=== instr_fetch_stage ===
<file path="src/rtl/instr_fetch_stage.sv">
// instr_fetch_stage: MIPS fetch with PC, req/ack instruction memory, IF/ID register, skid buffer and redirect flush
module instr_fetch_stage #(
  parameter int PC_WIDTH = 32,
  parameter logic [PC_WIDTH-1:0] RESET_PC = '0
) (
  input  logic                clk,
  input  logic                rst,
  output logic                imem_req,
  output logic [PC_WIDTH-1:0] imem_addr,
  input  logic                imem_ack,
  input  logic [31:0]         imem_rdata,
  input  logic                stall,
  input  logic                redirect,
  input  logic [PC_WIDTH-1:0] redirect_pc,
  output logic                id_valid,
  output logic [PC_WIDTH-1:0] id_pc,
  output logic [PC_WIDTH-1:0] id_pc_plus4,
  output logic [31:0]         id_instr,
  output logic [5:0]          OP,
  output logic [5:0]          funct,
  output logic [4:0]          rs,
  output logic [4:0]          rt,
  output logic [4:0]          rd,
  output logic [15:0]         imm
);
  typedef enum logic [1:0] {FETCH, HOLD, DISCARD} state_t;
  state_t state_q, state_d;
  logic [PC_WIDTH-1:0] pc_q, pc_d, addr_q, addr_d, id_pc_q, id_pc_d, skid_pc_q, skid_pc_d, pc_inc;
  logic req_q, req_d, id_valid_q, id_valid_d;
  logic [31:0] id_instr_q, id_instr_d, skid_instr_q, skid_instr_d;
  logic ack;
  assign ack = imem_ack & req_q;
  assign pc_inc = pc_q + PC_WIDTH'(4);
  always_comb begin
    state_d = state_q;
    pc_d = pc_q;
    id_valid_d = id_valid_q;
    id_instr_d = id_instr_q;
    id_pc_d = id_pc_q;
    skid_instr_d = skid_instr_q;
    skid_pc_d = skid_pc_q;
    if (redirect) begin
      id_valid_d = 1'b0;
      id_instr_d = '0;
      skid_instr_d = '0;
      skid_pc_d = '0;
      pc_d = {redirect_pc[PC_WIDTH-1:2], 2'b00};
      // an unanswered request must still be retired before refetching
      state_d = (state_q == DISCARD || (state_q == FETCH && !ack)) ? DISCARD : FETCH;
    end else begin
      case (state_q)
        FETCH: begin
          if (ack && (!id_valid_q || !stall)) begin
            id_valid_d = 1'b1;
            id_instr_d = imem_rdata;
            id_pc_d = pc_q;
            pc_d = pc_inc;
          end else if (ack) begin
            skid_instr_d = imem_rdata;
            skid_pc_d = pc_q;
            pc_d = pc_inc;
            state_d = HOLD;
          end else if (!stall) begin
            id_valid_d = 1'b0;
          end
        end
        HOLD: begin
          if (!stall) begin
            id_valid_d = 1'b1;
            id_instr_d = skid_instr_q;
            id_pc_d = skid_pc_q;
            skid_instr_d = '0;
            skid_pc_d = '0;
            state_d = FETCH;
          end
        end
        default: state_d = ack ? FETCH : DISCARD;
      endcase
    end
    addr_d = (state_d == DISCARD) ? addr_q : pc_d;
    req_d = state_d != HOLD;
  end
  always_ff @(posedge clk or posedge rst) begin
    if (rst) begin
      state_q <= FETCH;
      pc_q <= RESET_PC;
      addr_q <= RESET_PC;
      req_q <= 1'b0;
      id_valid_q <= 1'b0;
      id_instr_q <= '0;
      id_pc_q <= '0;
      skid_instr_q <= '0;
      skid_pc_q <= '0;
    end else begin
      state_q <= state_d;
      pc_q <= pc_d;
      addr_q <= addr_d;
      req_q <= req_d;
      id_valid_q <= id_valid_d;
      id_instr_q <= id_instr_d;
      id_pc_q <= id_pc_d;
      skid_instr_q <= skid_instr_d;
      skid_pc_q <= skid_pc_d;
    end
  end
  assign imem_req = req_q;
  assign imem_addr = addr_q;
  assign id_valid = id_valid_q;
  assign id_instr = id_instr_q;
  assign id_pc = id_pc_q;
  assign id_pc_plus4 = id_pc_q + PC_WIDTH'(4);
  assign OP = id_instr_q[31:26];
  assign funct = id_instr_q[5:0];
  assign rs = id_instr_q[25:21];
  assign rt = id_instr_q[20:16];
  assign rd = id_instr_q[15:11];
  assign imm = id_instr_q[15:0];
endmodule

</file>
<file path="config.mk">
export PLATFORM = sky130hd
export DESIGN_NAME = instr_fetch_stage
export DESIGN_NICKNAME = d
export VERILOG_FILES = /design/src/rtl/instr_fetch_stage.sv
export SDC_FILE = /design/constraint.sdc
export NUM_CORES = 1
export LEC_CHECK = 0
export CORE_MARGIN = 8
export CORE_UTILIZATION = 45
export DETAILED_ROUTE_END_ITERATION = 8
export GPL_TIMING_DRIVEN = 0
export PLACE_DENSITY = 0.76
export SLEW_MARGIN = 30
export SYNTH_ARGS = -nofsm -noshare
export SYNTH_HDL_FRONTEND = slang
export SYNTH_SLANG_ARGS = --single-unit
export TNS_END_PERCENT = 1
</file>
<file path="constraint.sdc">
create_clock -name clk -period 7.25 [get_ports clk]
set_clock_uncertainty 0.1 [all_clocks]
set_input_delay 1.45 -clock clk [delete_from_list [all_inputs] [get_ports clk]]
set_output_delay 1.45 -clock clk [all_outputs]
set_load 0.005 [all_outputs]
</file>
instr_fetch_stage/layer_met1.png
Scale bar: 50 um.
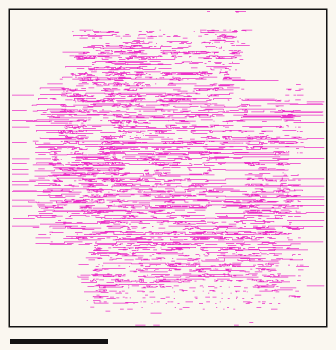
nets with wire on the layer	1133
longest straight run	83.3 um
main direction	horizontal
vias: 8044
met1 Use GR: 27.0%
Routed WL: 27800 um

instr_fetch_stage/io_placement.png
Scale bar: 50 um. Pins as bars across the die edge, other pins in gray.
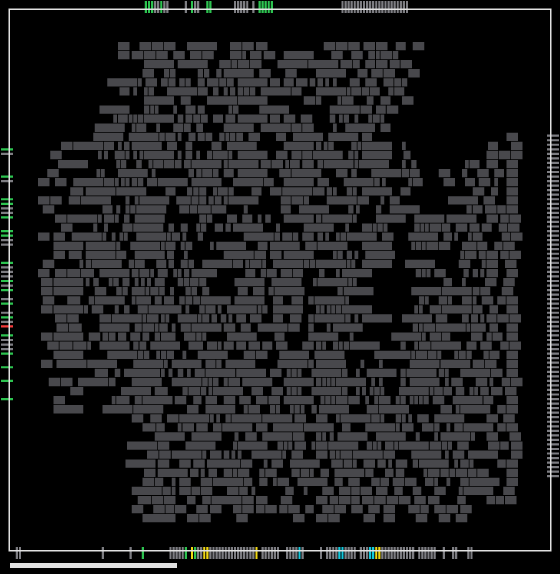
port	color	pins	direction	edge
rt	cyan	5	output	bottom
imem_addr	green	32	output	17 left, 12 top, 3 bottom
imem_req	red	1	output	left
OP	yellow	6	output	bottom
all pins by edge	85 bottom, 76 right, 47 top, 34 left

instr_fetch_stage/detail.png
Scale bar: 20 um. Window x 56 to 106, y 88 to 138 um. Cells in gray, sequential cells in the stronger gray; small squares are vias.
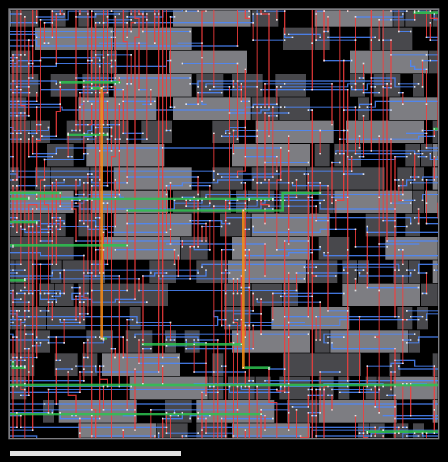
layer	color
metal 1	blue
metal 3	green
metal 4	orange
metal 2	red
cells with their middle in the window	168
netlist names of flops here include	skid_pc_q (17), id_pc (10), pc_q (6)
most frequent	dfrtp_1 (36), o21ai_0 (19), nand2_1 (19)
sequential cells in the window	36

-- final timing paths --
path / from / to / slack, ns / cells past startpoint
min in group asynchronous: rst / id_instr[28] / 1.30 / 2
max in group asynchronous: rst / id_instr[1] / 5.03 / 3
worst max register to register: state_q[0] / id_pc[6] / 4.82 / 7
worst min register to register: skid_instr_q[0] / skid_instr_q[0] / 0.38 / 2
worst min-delay path: skid_instr_q[0] / skid_instr_q[0] / 0.38 / 2
worst max-delay path: id_pc[4] / id_pc_plus4[17] / 2.66 / 6
==> flow_summary.ini <==
; physical design summary
[outcome]
outcome = completed

[yosys]
adder_share_pct = 0.262
netlist_area_sq_um = 9560
ys_sh_simple_pct = 15.2

[layout]
num-clock-buffers = 17
comb_share_pct = 31.3
design.seq.count = 196
drive_gt1_share_pct = 9.87

[clocking]
cts.sink_count = 196
htree_levels = 4
clk_path_buf_depth = 2

[worst_setup_path]
worst-path-buf-inv = 1
worstPathRequired_ns = 5.70
critical_path_class = register to primary output

[route]
first_pass_iters = 5

[pwr]
pg_clk_w = 0.000912
powerDensity_nw_per_um2 = 234
comb_power_share_pct = 24.6

[run]
maxCapViolCount = 0

[final_timing]
period_used_pct = 63.4

[placed_design]
place_area_sq_um = 12400

=== univ_shift_reg_burst ===
univ_shift_reg_burst/layer_met1.png
Scale bar: 20 um.
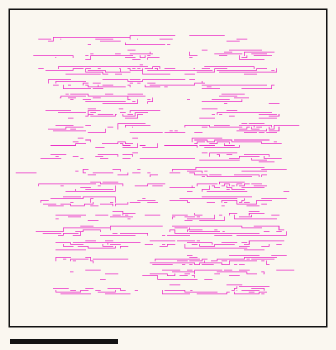
univ_shift_reg_burst/metal_density.png
Scale bar: 20 um. The die is cut into 12 by 12 equal tiles; dark blue is low, red is high, scaled to the fullest tile. Values are wire area over tile area, all layers added.
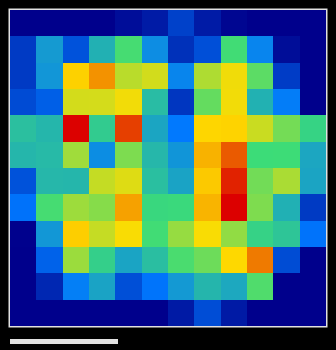
univ_shift_reg_burst/flops_by_reg.png
Scale bar: 20 um.
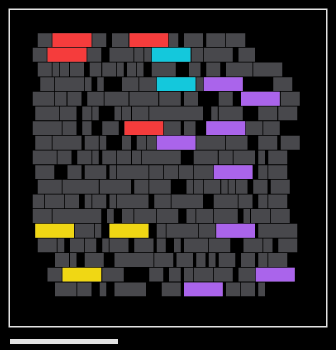
File: config.mk
export PLATFORM = sky130hd
export DESIGN_NAME = univ_shift_reg_burst
export DESIGN_NICKNAME = d
export VERILOG_FILES = /design/src/rtl/usr_pkg.sv /design/src/rtl/usr_burst_ctrl.sv /design/src/rtl/univ_shift_reg_burst.sv
export SDC_FILE = /design/constraint.sdc
export NUM_CORES = 1
export LEC_CHECK = 0
export CORE_MARGIN = 4
export CORE_UTILIZATION = 45
export CTS_BUF_LIST = sky130_fd_sc_hd__clkbuf_2
export DETAILED_ROUTE_END_ITERATION = 8
export PLACE_DENSITY = 0.76
export SLEW_MARGIN = 20
export SYNTH_ARGS = -nofsm -noshare
export SYNTH_HDL_FRONTEND = slang
export SYNTH_HIERARCHICAL = 1
export SYNTH_SLANG_ARGS = --single-unit
export TNS_END_PERCENT = 100
File: constraint.sdc
create_clock -name clk -period 2.1 [get_ports clk]
set_input_delay 0.42 -clock clk [delete_from_list [all_inputs] [get_ports clk]]
set_output_delay 0.42 -clock clk [all_outputs]
set_load 0.02 [all_outputs]
File: src/rtl/usr_pkg.sv
// Shared mode codes, burst FSM state encoding and mode-class helper for the universal shift register.
// No logic of its own; no latency; no backpressure.
package usr_pkg;

  localparam logic [2:0] MODE_HOLD = 3'b000;
  localparam logic [2:0] MODE_SHL  = 3'b001;
  localparam logic [2:0] MODE_SHR  = 3'b010;
  localparam logic [2:0] MODE_LOAD = 3'b011;
  localparam logic [2:0] MODE_ROL  = 3'b100;
  localparam logic [2:0] MODE_ROR  = 3'b101;
  localparam logic [2:0] MODE_ASR  = 3'b110;

  typedef enum logic [1:0] {
    ST_IDLE  = 2'd0,
    ST_SHIFT = 2'd1,
    ST_DONE  = 2'd2
  } state_t;

  // Only position-moving modes can be repeated by a burst.
  function automatic logic is_burst_mode(input logic [2:0] m);
    return (m == MODE_SHL) || (m == MODE_SHR) || (m == MODE_ROL) ||
           (m == MODE_ROR) || (m == MODE_ASR);
  endfunction

endpackage

File: src/rtl/usr_burst_ctrl.sv
// Burst sequencer: latches mode/count, down-counts one step per cycle, drives busy/done and the step mode.
// Step mode is combinational from current state/inputs; done follows the last step by one cycle.
// A burst_start while busy is dropped, not queued.
module usr_burst_ctrl
  import usr_pkg::*;
#(
  parameter int CNT_W = 4
) (
  input  logic             clk,
  input  logic             rst,
  input  logic [2:0]       mode,
  input  logic             burst_start,
  input  logic [CNT_W-1:0] burst_cnt,
  output logic [2:0]       step_mode,
  output logic             busy,
  output logic             done
);

  state_t           state, state_nxt;
  logic [CNT_W-1:0] cnt_q, cnt_nxt;
  logic [2:0]       mode_q, mode_nxt;
  logic             accept;

  assign accept = burst_start && is_burst_mode(mode) && (burst_cnt != '0);

  always_ff @(posedge clk) begin
    if (rst) begin
      state  <= ST_IDLE;
      cnt_q  <= '0;
      mode_q <= MODE_HOLD;
    end else begin
      state  <= state_nxt;
      cnt_q  <= cnt_nxt;
      mode_q <= mode_nxt;
    end
  end

  always_comb begin
    state_nxt = state;
    cnt_nxt   = cnt_q;
    mode_nxt  = mode_q;
    case (state)
      ST_SHIFT: begin
        cnt_nxt = cnt_q - CNT_W'(1);
        if (cnt_q == CNT_W'(1)) state_nxt = ST_DONE;
      end
      default: begin
        // IDLE and DONE accept a new burst identically; the first step lands on this edge.
        state_nxt = ST_IDLE;
        if (burst_start) begin
          state_nxt = ST_DONE;
          cnt_nxt   = '0;
          if (accept) begin
            mode_nxt = mode;
            cnt_nxt  = burst_cnt - CNT_W'(1);
            if (burst_cnt > CNT_W'(1)) state_nxt = ST_SHIFT;
          end
        end
      end
    endcase
  end

  always_comb begin
    step_mode = mode;
    if (state == ST_SHIFT) step_mode = mode_q;
    else if (burst_start && !accept) step_mode = MODE_HOLD;
    busy = (state == ST_SHIFT);
    done = (state == ST_DONE);
  end

endmodule

File: src/rtl/univ_shift_reg_burst.sv
// WIDTH-bit universal shift register with rotate/ASR and N-step bursts; USR_SERIAL_OUT_EN adds shifted-out bit outputs.
// Single steps take 1 clock; a burst of N updates data on N edges, done pulses in the following cycle.
// Inputs other than serial bits are ignored while busy; no stall toward the producer otherwise.
module univ_shift_reg_burst
  import usr_pkg::*;
#(
  parameter int WIDTH = 8,
  parameter int CNT_W = $clog2(WIDTH) + 1
) (
  input  logic             clk,
  input  logic             rst,
  input  logic [2:0]       mode,
  input  logic [WIDTH-1:0] data_in,
  input  logic             shift_in_left,
  input  logic             shift_in_right,
  input  logic             burst_start,
  input  logic [CNT_W-1:0] burst_cnt,
  output logic [WIDTH-1:0] data_out,
  output logic             busy,
  output logic             done
`ifdef USR_SERIAL_OUT_EN
  ,
  output logic             shift_out_msb,
  output logic             shift_out_lsb
`endif
);

  logic [2:0]       step_mode;
  logic [WIDTH-1:0] q, q_nxt;

  usr_burst_ctrl #(.CNT_W(CNT_W)) u_ctrl (
    .clk         (clk),
    .rst         (rst),
    .mode        (mode),
    .burst_start (burst_start),
    .burst_cnt   (burst_cnt),
    .step_mode   (step_mode),
    .busy        (busy),
    .done        (done)
  );

  always_comb begin
    q_nxt = q;
    case (step_mode)
      MODE_SHL:  q_nxt = {q[WIDTH-2:0], shift_in_right};
      MODE_SHR:  q_nxt = {shift_in_left, q[WIDTH-1:1]};
      MODE_LOAD: q_nxt = data_in;
      MODE_ROL:  q_nxt = {q[WIDTH-2:0], q[WIDTH-1]};
      MODE_ROR:  q_nxt = {q[0], q[WIDTH-1:1]};
      MODE_ASR:  q_nxt = {q[WIDTH-1], q[WIDTH-1:1]};
      default:   q_nxt = q;
    endcase
  end

  always_ff @(posedge clk) begin
    if (rst) q <= '0;
    else     q <= q_nxt;
  end

  assign data_out = q;

`ifdef USR_SERIAL_OUT_EN
  always_ff @(posedge clk) begin
    if (rst) begin
      shift_out_msb <= 1'b0;
      shift_out_lsb <= 1'b0;
    end else if (step_mode == MODE_SHL) begin
      shift_out_msb <= q[WIDTH-1];
    end else if ((step_mode == MODE_SHR) || (step_mode == MODE_ASR)) begin
      shift_out_lsb <= q[0];
    end
  end
`endif

endmodule
==> flow_summary.ini <==
; physical design summary
[outcome]
outcome = finished, violations left
failed_checks = negative setup slack

[final_timing]
setup_violations = 5
period_minus_slack_ns = 2.16
worst_slack_ns = -0.0574
finalSetupTns_ns = -0.109
hold_viol_final = 0

[grt]
grt.overflow.total = 0
grt_pass1_wl_um = 5820

[worst_setup_path]
end_kind = register
critical_path_class = input port to register
cp-endpoint = data_out[6]

[route]
remaining_drc_errors = 0
dr_wl_met2_um = 2250
drt_iter0_markers = 53

[layout]
antenna_cells = 0
syn2layout_area_growth_pct = 74.3

[clocking]
root_buffer = clkbuf_2
Notes on univ_shift_reg_burst/layer_met1.png above:
wire length on this layer	1500 um
share of all routed wire	37%
longest straight run	16.6 um
vias: 1354
met1 Use GR: 22.0%

Notes on univ_shift_reg_burst/metal_density.png above:
tiles over half the peak	35%
mean over tiles	0.19
nearly empty tiles	18%
GRT Total Usage: 22.0%
mean routed wirelength per cell: 17.4 um

Notes on univ_shift_reg_burst/flops_by_reg.png above:
signal	color	placed flops
u_ctrl/mode_q	yellow	3
data_out	purple	8
u_ctrl/cnt_q	red	4
u_ctrl/state	cyan	2
Core Util, Final: 81.9%
Sequential Area: 340 sq um
flop share of the area: 16.9%

## tightest hold or removal path, stage by stage
cell and delay [ns]:
buf_8 0.10, inv_6 0.05, buf_4 0.11, a221oi_2 0.05
nor2_1 0.07
## power groups by stage
stage | registers (W) | logic (W) | clock network [W]
finish | 0.000424 | 0.000624 | 0.000157
detailed placement | 0.000417 | 0.000463 | 0
floorplan | 0.000437 | 0.000245 | 0
global route | 0.000431 | 0.000661 | 0.000174
CTS | 0.000411 | 0.000521 | 0.000158
global placement | 0.000414 | 0.000447 | 0

=== async_fifo_1 ===
async_fifo_1/flops_by_reg.png
Scale bar: 20 um.
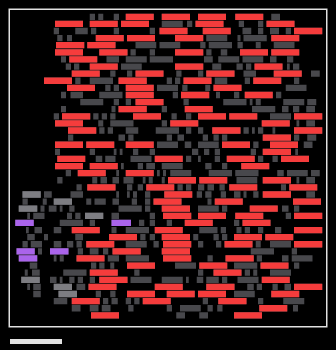
$ cat src/rtl/fifo_pkg.sv
// fifo_pkg: shared defaults and pointer helpers for the single-clock FIFO
package fifo_pkg;

    localparam int DSIZE_DEF = 8;
    localparam int ASIZE_DEF = 4;

    // Full when the pointers differ only in the wrap bit.
    function automatic logic ptr_full(input logic [31:0] wp, input logic [31:0] rp, input int asize);
        logic [31:0] mask;
        mask = (32'd1 << (asize + 1)) - 32'd1;
        return ((wp ^ rp) & mask) == (32'd1 << asize);
    endfunction

endpackage

$ cat src/rtl/fifo_mem.sv
// fifo_mem: register-array storage with sync write/clear and async read
module fifo_mem
    import fifo_pkg::*;
#(
    parameter int DSIZE = DSIZE_DEF,
    parameter int ASIZE = ASIZE_DEF
) (
    input  logic             clk,
    input  logic             rst,
    input  logic             we,
    input  logic [ASIZE-1:0] waddr,
    input  logic [DSIZE-1:0] wdata,
    input  logic [ASIZE-1:0] raddr,
    output logic [DSIZE-1:0] rdata
);

    logic [DSIZE-1:0] mem [2**ASIZE];

    always_ff @(posedge clk) begin
        if (rst) begin
            for (int i = 0; i < 2**ASIZE; i++) mem[i] <= '0;
        end else if (we) begin
            mem[waddr] <= wdata;
        end
    end

    assign rdata = mem[raddr];

endmodule

$ cat src/rtl/async_fifo_1.sv
// async_fifo_1: single-clock first-word-fall-through FIFO with registered flags
module async_fifo_1
    import fifo_pkg::*;
#(
    parameter int DSIZE = DSIZE_DEF,
    parameter int ASIZE = ASIZE_DEF
) (
    input  logic             clk,
    input  logic             rst,
    input  logic             winc,
    input  logic [DSIZE-1:0] wdata,
    output logic             wfull,
    input  logic             rinc,
    output logic [DSIZE-1:0] rdata,
    output logic             rempty
);

    logic [ASIZE:0] wptr, rptr, wptr_next, rptr_next;
    logic           wen, ren;

    assign wen       = winc && !wfull;
    assign ren       = rinc && !rempty;
    assign wptr_next = wptr + {{ASIZE{1'b0}}, wen};
    assign rptr_next = rptr + {{ASIZE{1'b0}}, ren};

    // Flags are registered from next-state pointers so they never glitch.
    always_ff @(posedge clk) begin
        if (rst) begin
            wptr   <= '0;
            rptr   <= '0;
            rempty <= 1'b1;
            wfull  <= 1'b0;
        end else begin
            wptr   <= wptr_next;
            rptr   <= rptr_next;
            rempty <= rptr_next == wptr_next;
            wfull  <= ptr_full(32'(wptr_next), 32'(rptr_next), ASIZE);
        end
    end

    fifo_mem #(.DSIZE(DSIZE), .ASIZE(ASIZE)) u_mem (
        .clk   (clk),
        .rst   (rst),
        .we    (wen),
        .waddr (wptr[ASIZE-1:0]),
        .wdata (wdata),
        .raddr (rptr[ASIZE-1:0]),
        .rdata (rdata)
    );

endmodule

$ cat config.mk
export PLATFORM = sky130hd
export DESIGN_NAME = async_fifo_1
export DESIGN_NICKNAME = d
export VERILOG_FILES = /design/src/rtl/fifo_pkg.sv /design/src/rtl/fifo_mem.sv /design/src/rtl/async_fifo_1.sv
export SDC_FILE = /design/constraint.sdc
export NUM_CORES = 1
export LEC_CHECK = 0
export CAP_MARGIN = 20
export CELL_PAD_IN_SITES_DETAIL_PLACEMENT = 1
export CELL_PAD_IN_SITES_GLOBAL_PLACEMENT = 1
export CORE_UTILIZATION = 45
export CTS_CLUSTER_SIZE = 8
export DETAILED_ROUTE_END_ITERATION = 10
export GPL_ROUTABILITY_DRIVEN = 1
export PLACE_DENSITY_LB_ADDON = 0.15
export SYNTH_ARGS = -nofsm -noshare
export SYNTH_HDL_FRONTEND = slang
export SYNTH_HIERARCHICAL = 1
export SYNTH_SLANG_ARGS = --single-unit
$ cat constraint.sdc
create_clock -name clk -period 4 [get_ports clk]
set_input_delay 0.8 -clock clk [delete_from_list [all_inputs] [get_ports clk]]
set_output_delay 0.8 -clock clk [all_outputs]
set_load 0.01 [all_outputs]
==> flow_summary.ini <==
; physical design summary
[min_path]
hp-class = register to register
hold_end = wptr[4]
min_path_cells = 2

[worst_setup_path]
cp-endpoint = rdata[0]
reg2reg_slack_ns = 1.55
worst_setup_path_start_kind = register

[route]
routed.top_layer = met4
drt_iter0_markers = 296

[outcome]
outcome = completed

[clocking]
clk_path_buf_depth = 2
clk_pin_slew_ns = 0.06

[yosys]
synth-compound-area-share_pct = 2.01

[final_timing]
max_slew_margin_pct = 49.2
clock.fmax_ghz = 0.283
hold_slack_ns = 0.519

[layout]
largest_register_ff_count = 128
comb_share_pct = 29.4

[grt]
grt_pass1_vias = 3852
top_usage_layer = met2
grt_pass1_wl_um = 24200

[pwr]
comb_power_share_pct = 9.4
## Picture notes: async_fifo_1/flops_by_reg.png
signal	color	placed flops	where
rptr	purple	5	lower left
u_mem/mem	red	128	spread over the die
not colored	7

==> power by group through the flow <==
| stage | Combinational [W] | Clock (W) | Sequential [W] |
|---|---|---|---|
| floorplan | 0.000227 | 0 | 0.00170 |
| global placement | 0.000334 | 0 | 0.00172 |
| detailed placement | 0.000339 | 0 | 0.00172 |
| CTS | 0.000342 | 0.00158 | 0.00170 |
| global route | 0.000359 | 0.00164 | 0.00170 |
| finish | 0.000338 | 0.00156 | 0.00169 |

=== ara_mask_popc_acc ===
ara_mask_popc_acc/io_placement.png
Scale bar: 50 um. Pins as bars across the die edge, other pins in gray.
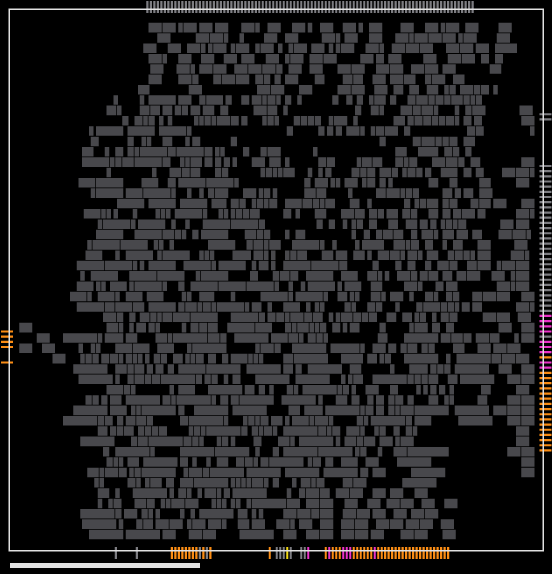
ara_mask_popc_acc/detail.png
Scale bar: 20 um. Window x 45 to 95, y 74 to 124 um. Cells in gray, sequential cells in the stronger gray; small squares are vias.
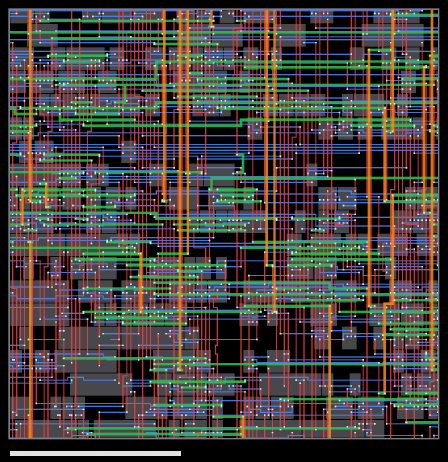
===== src/rtl/ara_mask_popc_acc_pkg.sv =====
// Shared types and helpers for the vcpop.m / vfirst.m mask-reduction stage.
`default_nettype none

package ara_mask_popc_acc_pkg;

  typedef enum logic {
    POPC_CNT   = 1'b0,
    POPC_FIRST = 1'b1
  } popc_op_e;

  typedef enum logic [1:0] {
    ST_IDLE = 2'd0,
    ST_ACC  = 2'd1,
    ST_DONE = 2'd2
  } popc_state_e;

  // Keeps the low n bits of a word; full overrides n when 64 or more bits remain.
  function automatic logic [63:0] tail_mask(input logic [5:0] n, input logic full);
    if (full) return '1;
    return (64'd1 << n) - 64'd1;
  endfunction

endpackage

`default_nettype wire


===== src/rtl/ara_mask_popc_acc_bitops.sv =====
// Population count and trailing-zero count of one 64-bit mask word.
`default_nettype none

module ara_mask_popc_acc_bitops (
  input  logic [63:0] i_word,
  output logic [6:0]  o_popc,
  output logic [5:0]  o_tz
);

  always_comb begin
    o_popc = '0;
    for (int i = 0; i < 64; i++) begin
      o_popc = o_popc + 7'(i_word[i]);
    end
  end

  // Scanning downward leaves the lowest set index; zero words are gated by the caller.
  always_comb begin
    o_tz = '0;
    for (int i = 63; i >= 0; i--) begin
      if (i_word[i]) o_tz = 6'(i);
    end
  end

endmodule

`default_nettype wire


===== src/rtl/ara_mask_popc_acc.sv =====
// Sequential mask reduction: accumulates popcount (vcpop.m) or finds the first set bit (vfirst.m).
`default_nettype none

module ara_mask_popc_acc
  import ara_mask_popc_acc_pkg::*;
#(
  parameter int unsigned MaxVl = 16384,
  parameter int unsigned CntW  = $clog2(MaxVl + 1)
) (
  input  logic            clk_i,
  input  logic            rst_ni,
  input  logic            start_i,
  input  popc_op_e        op_i,
  input  logic [CntW-1:0] vl_i,
  output logic            busy_o,
  input  logic            mask_valid_i,
  output logic            mask_ready_o,
  input  logic [63:0]     mask_i,
  input  logic [63:0]     en_i,
  output logic            result_valid_o,
  input  logic            result_ready_i,
  output logic [63:0]     result_o
);

  localparam int unsigned BeatW = CntW - 6;

  popc_state_e      r_state, w_state_next;
  popc_op_e         r_op;
  logic [CntW-1:0]  r_bits_left;
  logic [BeatW-1:0] r_beat;
  logic [CntW-1:0]  r_acc;
  logic [CntW-1:0]  r_first;
  logic             r_found;

  logic             w_start;
  logic             w_hs;
  logic             w_full;
  logic [CntW-1:0]  w_take;
  logic [63:0]      w_word;
  logic [6:0]       w_popc;
  logic [5:0]       w_tz;

  assign w_start = start_i && (r_state == ST_IDLE);
  assign w_hs    = mask_valid_i && (r_state == ST_ACC);
  assign w_full  = r_bits_left >= CntW'(64);
  assign w_take  = w_full ? CntW'(64) : r_bits_left;
  assign w_word  = mask_i & en_i & tail_mask(r_bits_left[5:0], w_full);

  ara_mask_popc_acc_bitops u_bitops (
    .i_word (w_word),
    .o_popc (w_popc),
    .o_tz   (w_tz)
  );

  always_ff @(posedge clk_i or negedge rst_ni) begin
    if (!rst_ni) r_state <= ST_IDLE;
    else         r_state <= w_state_next;
  end

  always_comb begin
    w_state_next = r_state;
    case (r_state)
      ST_IDLE: if (start_i) w_state_next = (vl_i == '0) ? ST_DONE : ST_ACC;
      ST_ACC:  if (w_hs && !(r_bits_left > CntW'(64))) w_state_next = ST_DONE;
      ST_DONE: if (result_ready_i) w_state_next = ST_IDLE;
      default: w_state_next = ST_IDLE;
    endcase
  end

  always_ff @(posedge clk_i or negedge rst_ni) begin
    if (!rst_ni) begin
      r_op        <= POPC_CNT;
      r_bits_left <= '0;
      r_beat      <= '0;
      r_acc       <= '0;
      r_first     <= '0;
      r_found     <= 1'b0;
    end else if (w_start) begin
      r_op        <= op_i;
      r_bits_left <= vl_i;
      r_beat      <= '0;
      r_acc       <= '0;
      r_first     <= '0;
      r_found     <= 1'b0;
    end else if (w_hs) begin
      r_bits_left <= r_bits_left - w_take;
      r_beat      <= r_beat + 1'b1;
      if (r_op == POPC_CNT) begin
        r_acc <= r_acc + CntW'(w_popc);
      end else if (!r_found && (w_word != '0)) begin
        // Beat index times 64 plus the in-word offset is a plain concatenation.
        r_first <= {r_beat, w_tz};
        r_found <= 1'b1;
      end
    end
  end

  assign busy_o         = (r_state != ST_IDLE);
  assign mask_ready_o   = (r_state == ST_ACC);
  assign result_valid_o = (r_state == ST_DONE);

  always_comb begin
    result_o = '0;
    if (r_state == ST_DONE) begin
      if (r_op == POPC_CNT) result_o = 64'(r_acc);
      else if (r_found)     result_o = 64'(r_first);
      else                  result_o = '1;
    end
  end

endmodule

`default_nettype wire


===== config.mk =====
export PLATFORM = sky130hd
export DESIGN_NAME = ara_mask_popc_acc
export DESIGN_NICKNAME = d
export VERILOG_FILES = /design/src/rtl/ara_mask_popc_acc_pkg.sv /design/src/rtl/ara_mask_popc_acc_bitops.sv /design/src/rtl/ara_mask_popc_acc.sv
export SDC_FILE = /design/constraint.sdc
export NUM_CORES = 1
export LEC_CHECK = 0
export CORE_AREA = 2 2 138 140
export DETAILED_ROUTE_END_ITERATION = 6
export DIE_AREA = 0 0 140 142
export PLACE_DENSITY = 0.8
export SLEW_MARGIN = 20
export SYNTH_ARGS = -nofsm -noshare
export SYNTH_HDL_FRONTEND = slang
export SYNTH_SLANG_ARGS = --single-unit

===== constraint.sdc =====
create_clock -name clk_i -period 25.6 [get_ports clk_i]
set_input_delay 3.84 -clock clk_i [delete_from_list [all_inputs] [get_ports clk_i]]
set_output_delay 3.84 -clock clk_i [all_outputs]
set_load 0.01 [all_outputs]

==> flow_summary.ini <==
; physical design summary
[yosys]
ys_seq_share_pct = 17.7
top_cells_by_count = nand2_1, nor2_1, inv_1

[final_timing]
tightest_slew_ns = 1.03

[grt]
grt_max_degree = 59

[route]
via_count = 8918
first_pass_iters = 7
met1_length_um = 11900
remaining_drc_errors = 15

[worst_setup_path]
worstPathRequired_ns = 25.80
cp_top_family = adder cells

[clocking]
clk_pin_slew_ns = 0.05

[die]
dieArea_sq_um = 19900
nWellTaps = 234

[outcome]
outcome = finished, violations left
failed_checks = design-rule violations

[layout]
final-nonclk-buf-share_pct = 21.8
About ara_mask_popc_acc/io_placement.png:
port	color	pins	direction	edge
result_o	orange	64	output	42 bottom, 17 right, 5 left
vl_i	magenta	15	input	9 right, 6 bottom
busy_o	yellow	1	output	bottom
all pins by edge	94 top, 59 bottom, 58 right, 5 left

About ara_mask_popc_acc/detail.png:
layer	color
metal 3	green
metal 1	blue
metal 4	orange
metal 2	red
sequential cells in the window	0
cells with their middle in the window	205
most frequent	nand2_1 (23), nor2_1 (23), a21oi_1 (22)

## through the flow
stage | instances | hold slack [ns] | utilization (%)
2_1_floorplan | 1075 | 0.468 | -
3_3_place_gp | 1438 | 0.492 | 55.0
3_5_place_dp | 1438 | 0.491 | 55.0
4_1_cts | 1453 | 0.508 | 56.6
5_1_grt | 1453 | 0.543 | 56.6
6_report | 1453 | 0.507 | 56.6


## Gallery

Clock routing.
image #1
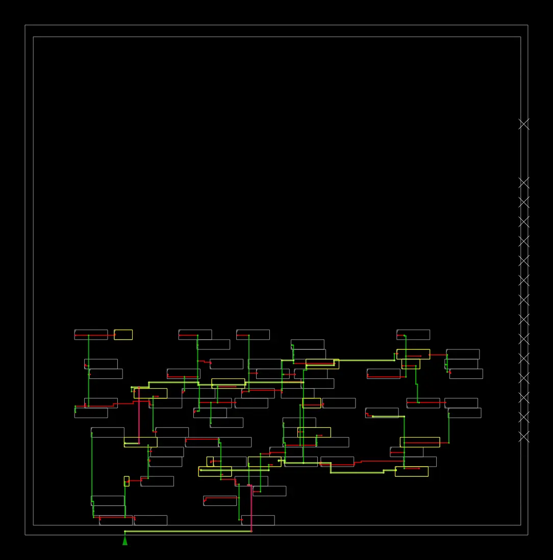
image #2
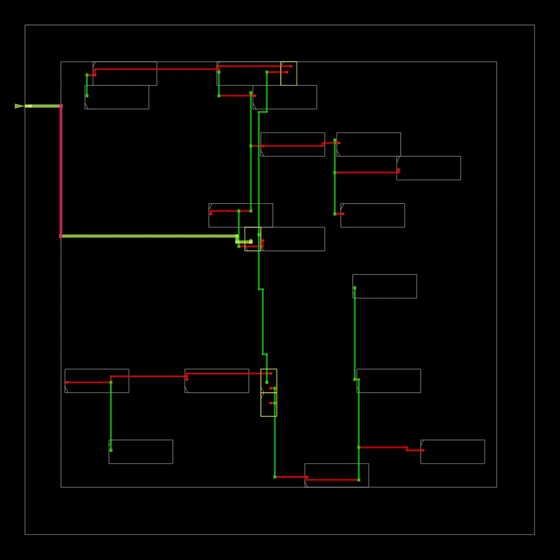
image #3
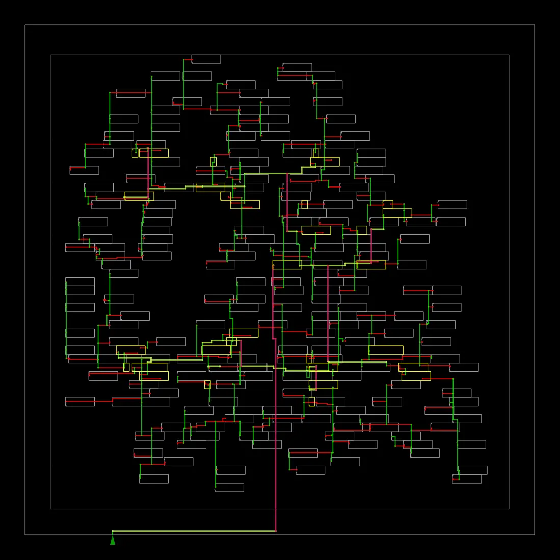
image #4
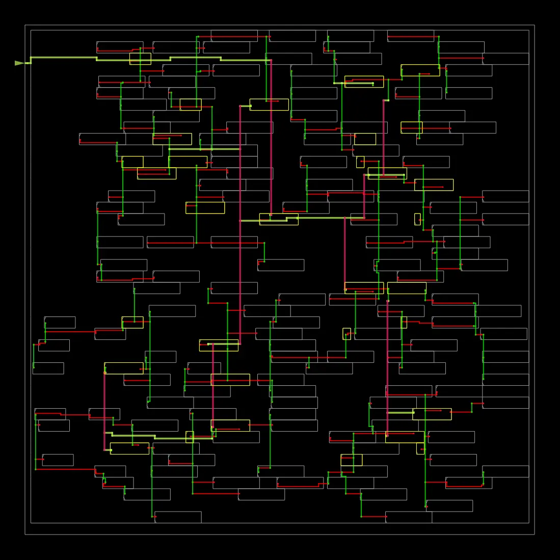
The one with the fewest clock buffers is image #2.
The one with the fewest sequential cells is image #2.
| picture | from |
|---|---|
| image #3 | instr_fetch_stage |
| image #4 | async_fifo_1 |
| image #2 | univ_shift_reg_burst |
| image #1 | ara_mask_popc_acc |

Power is estimated from default activity; no workload was simulated.
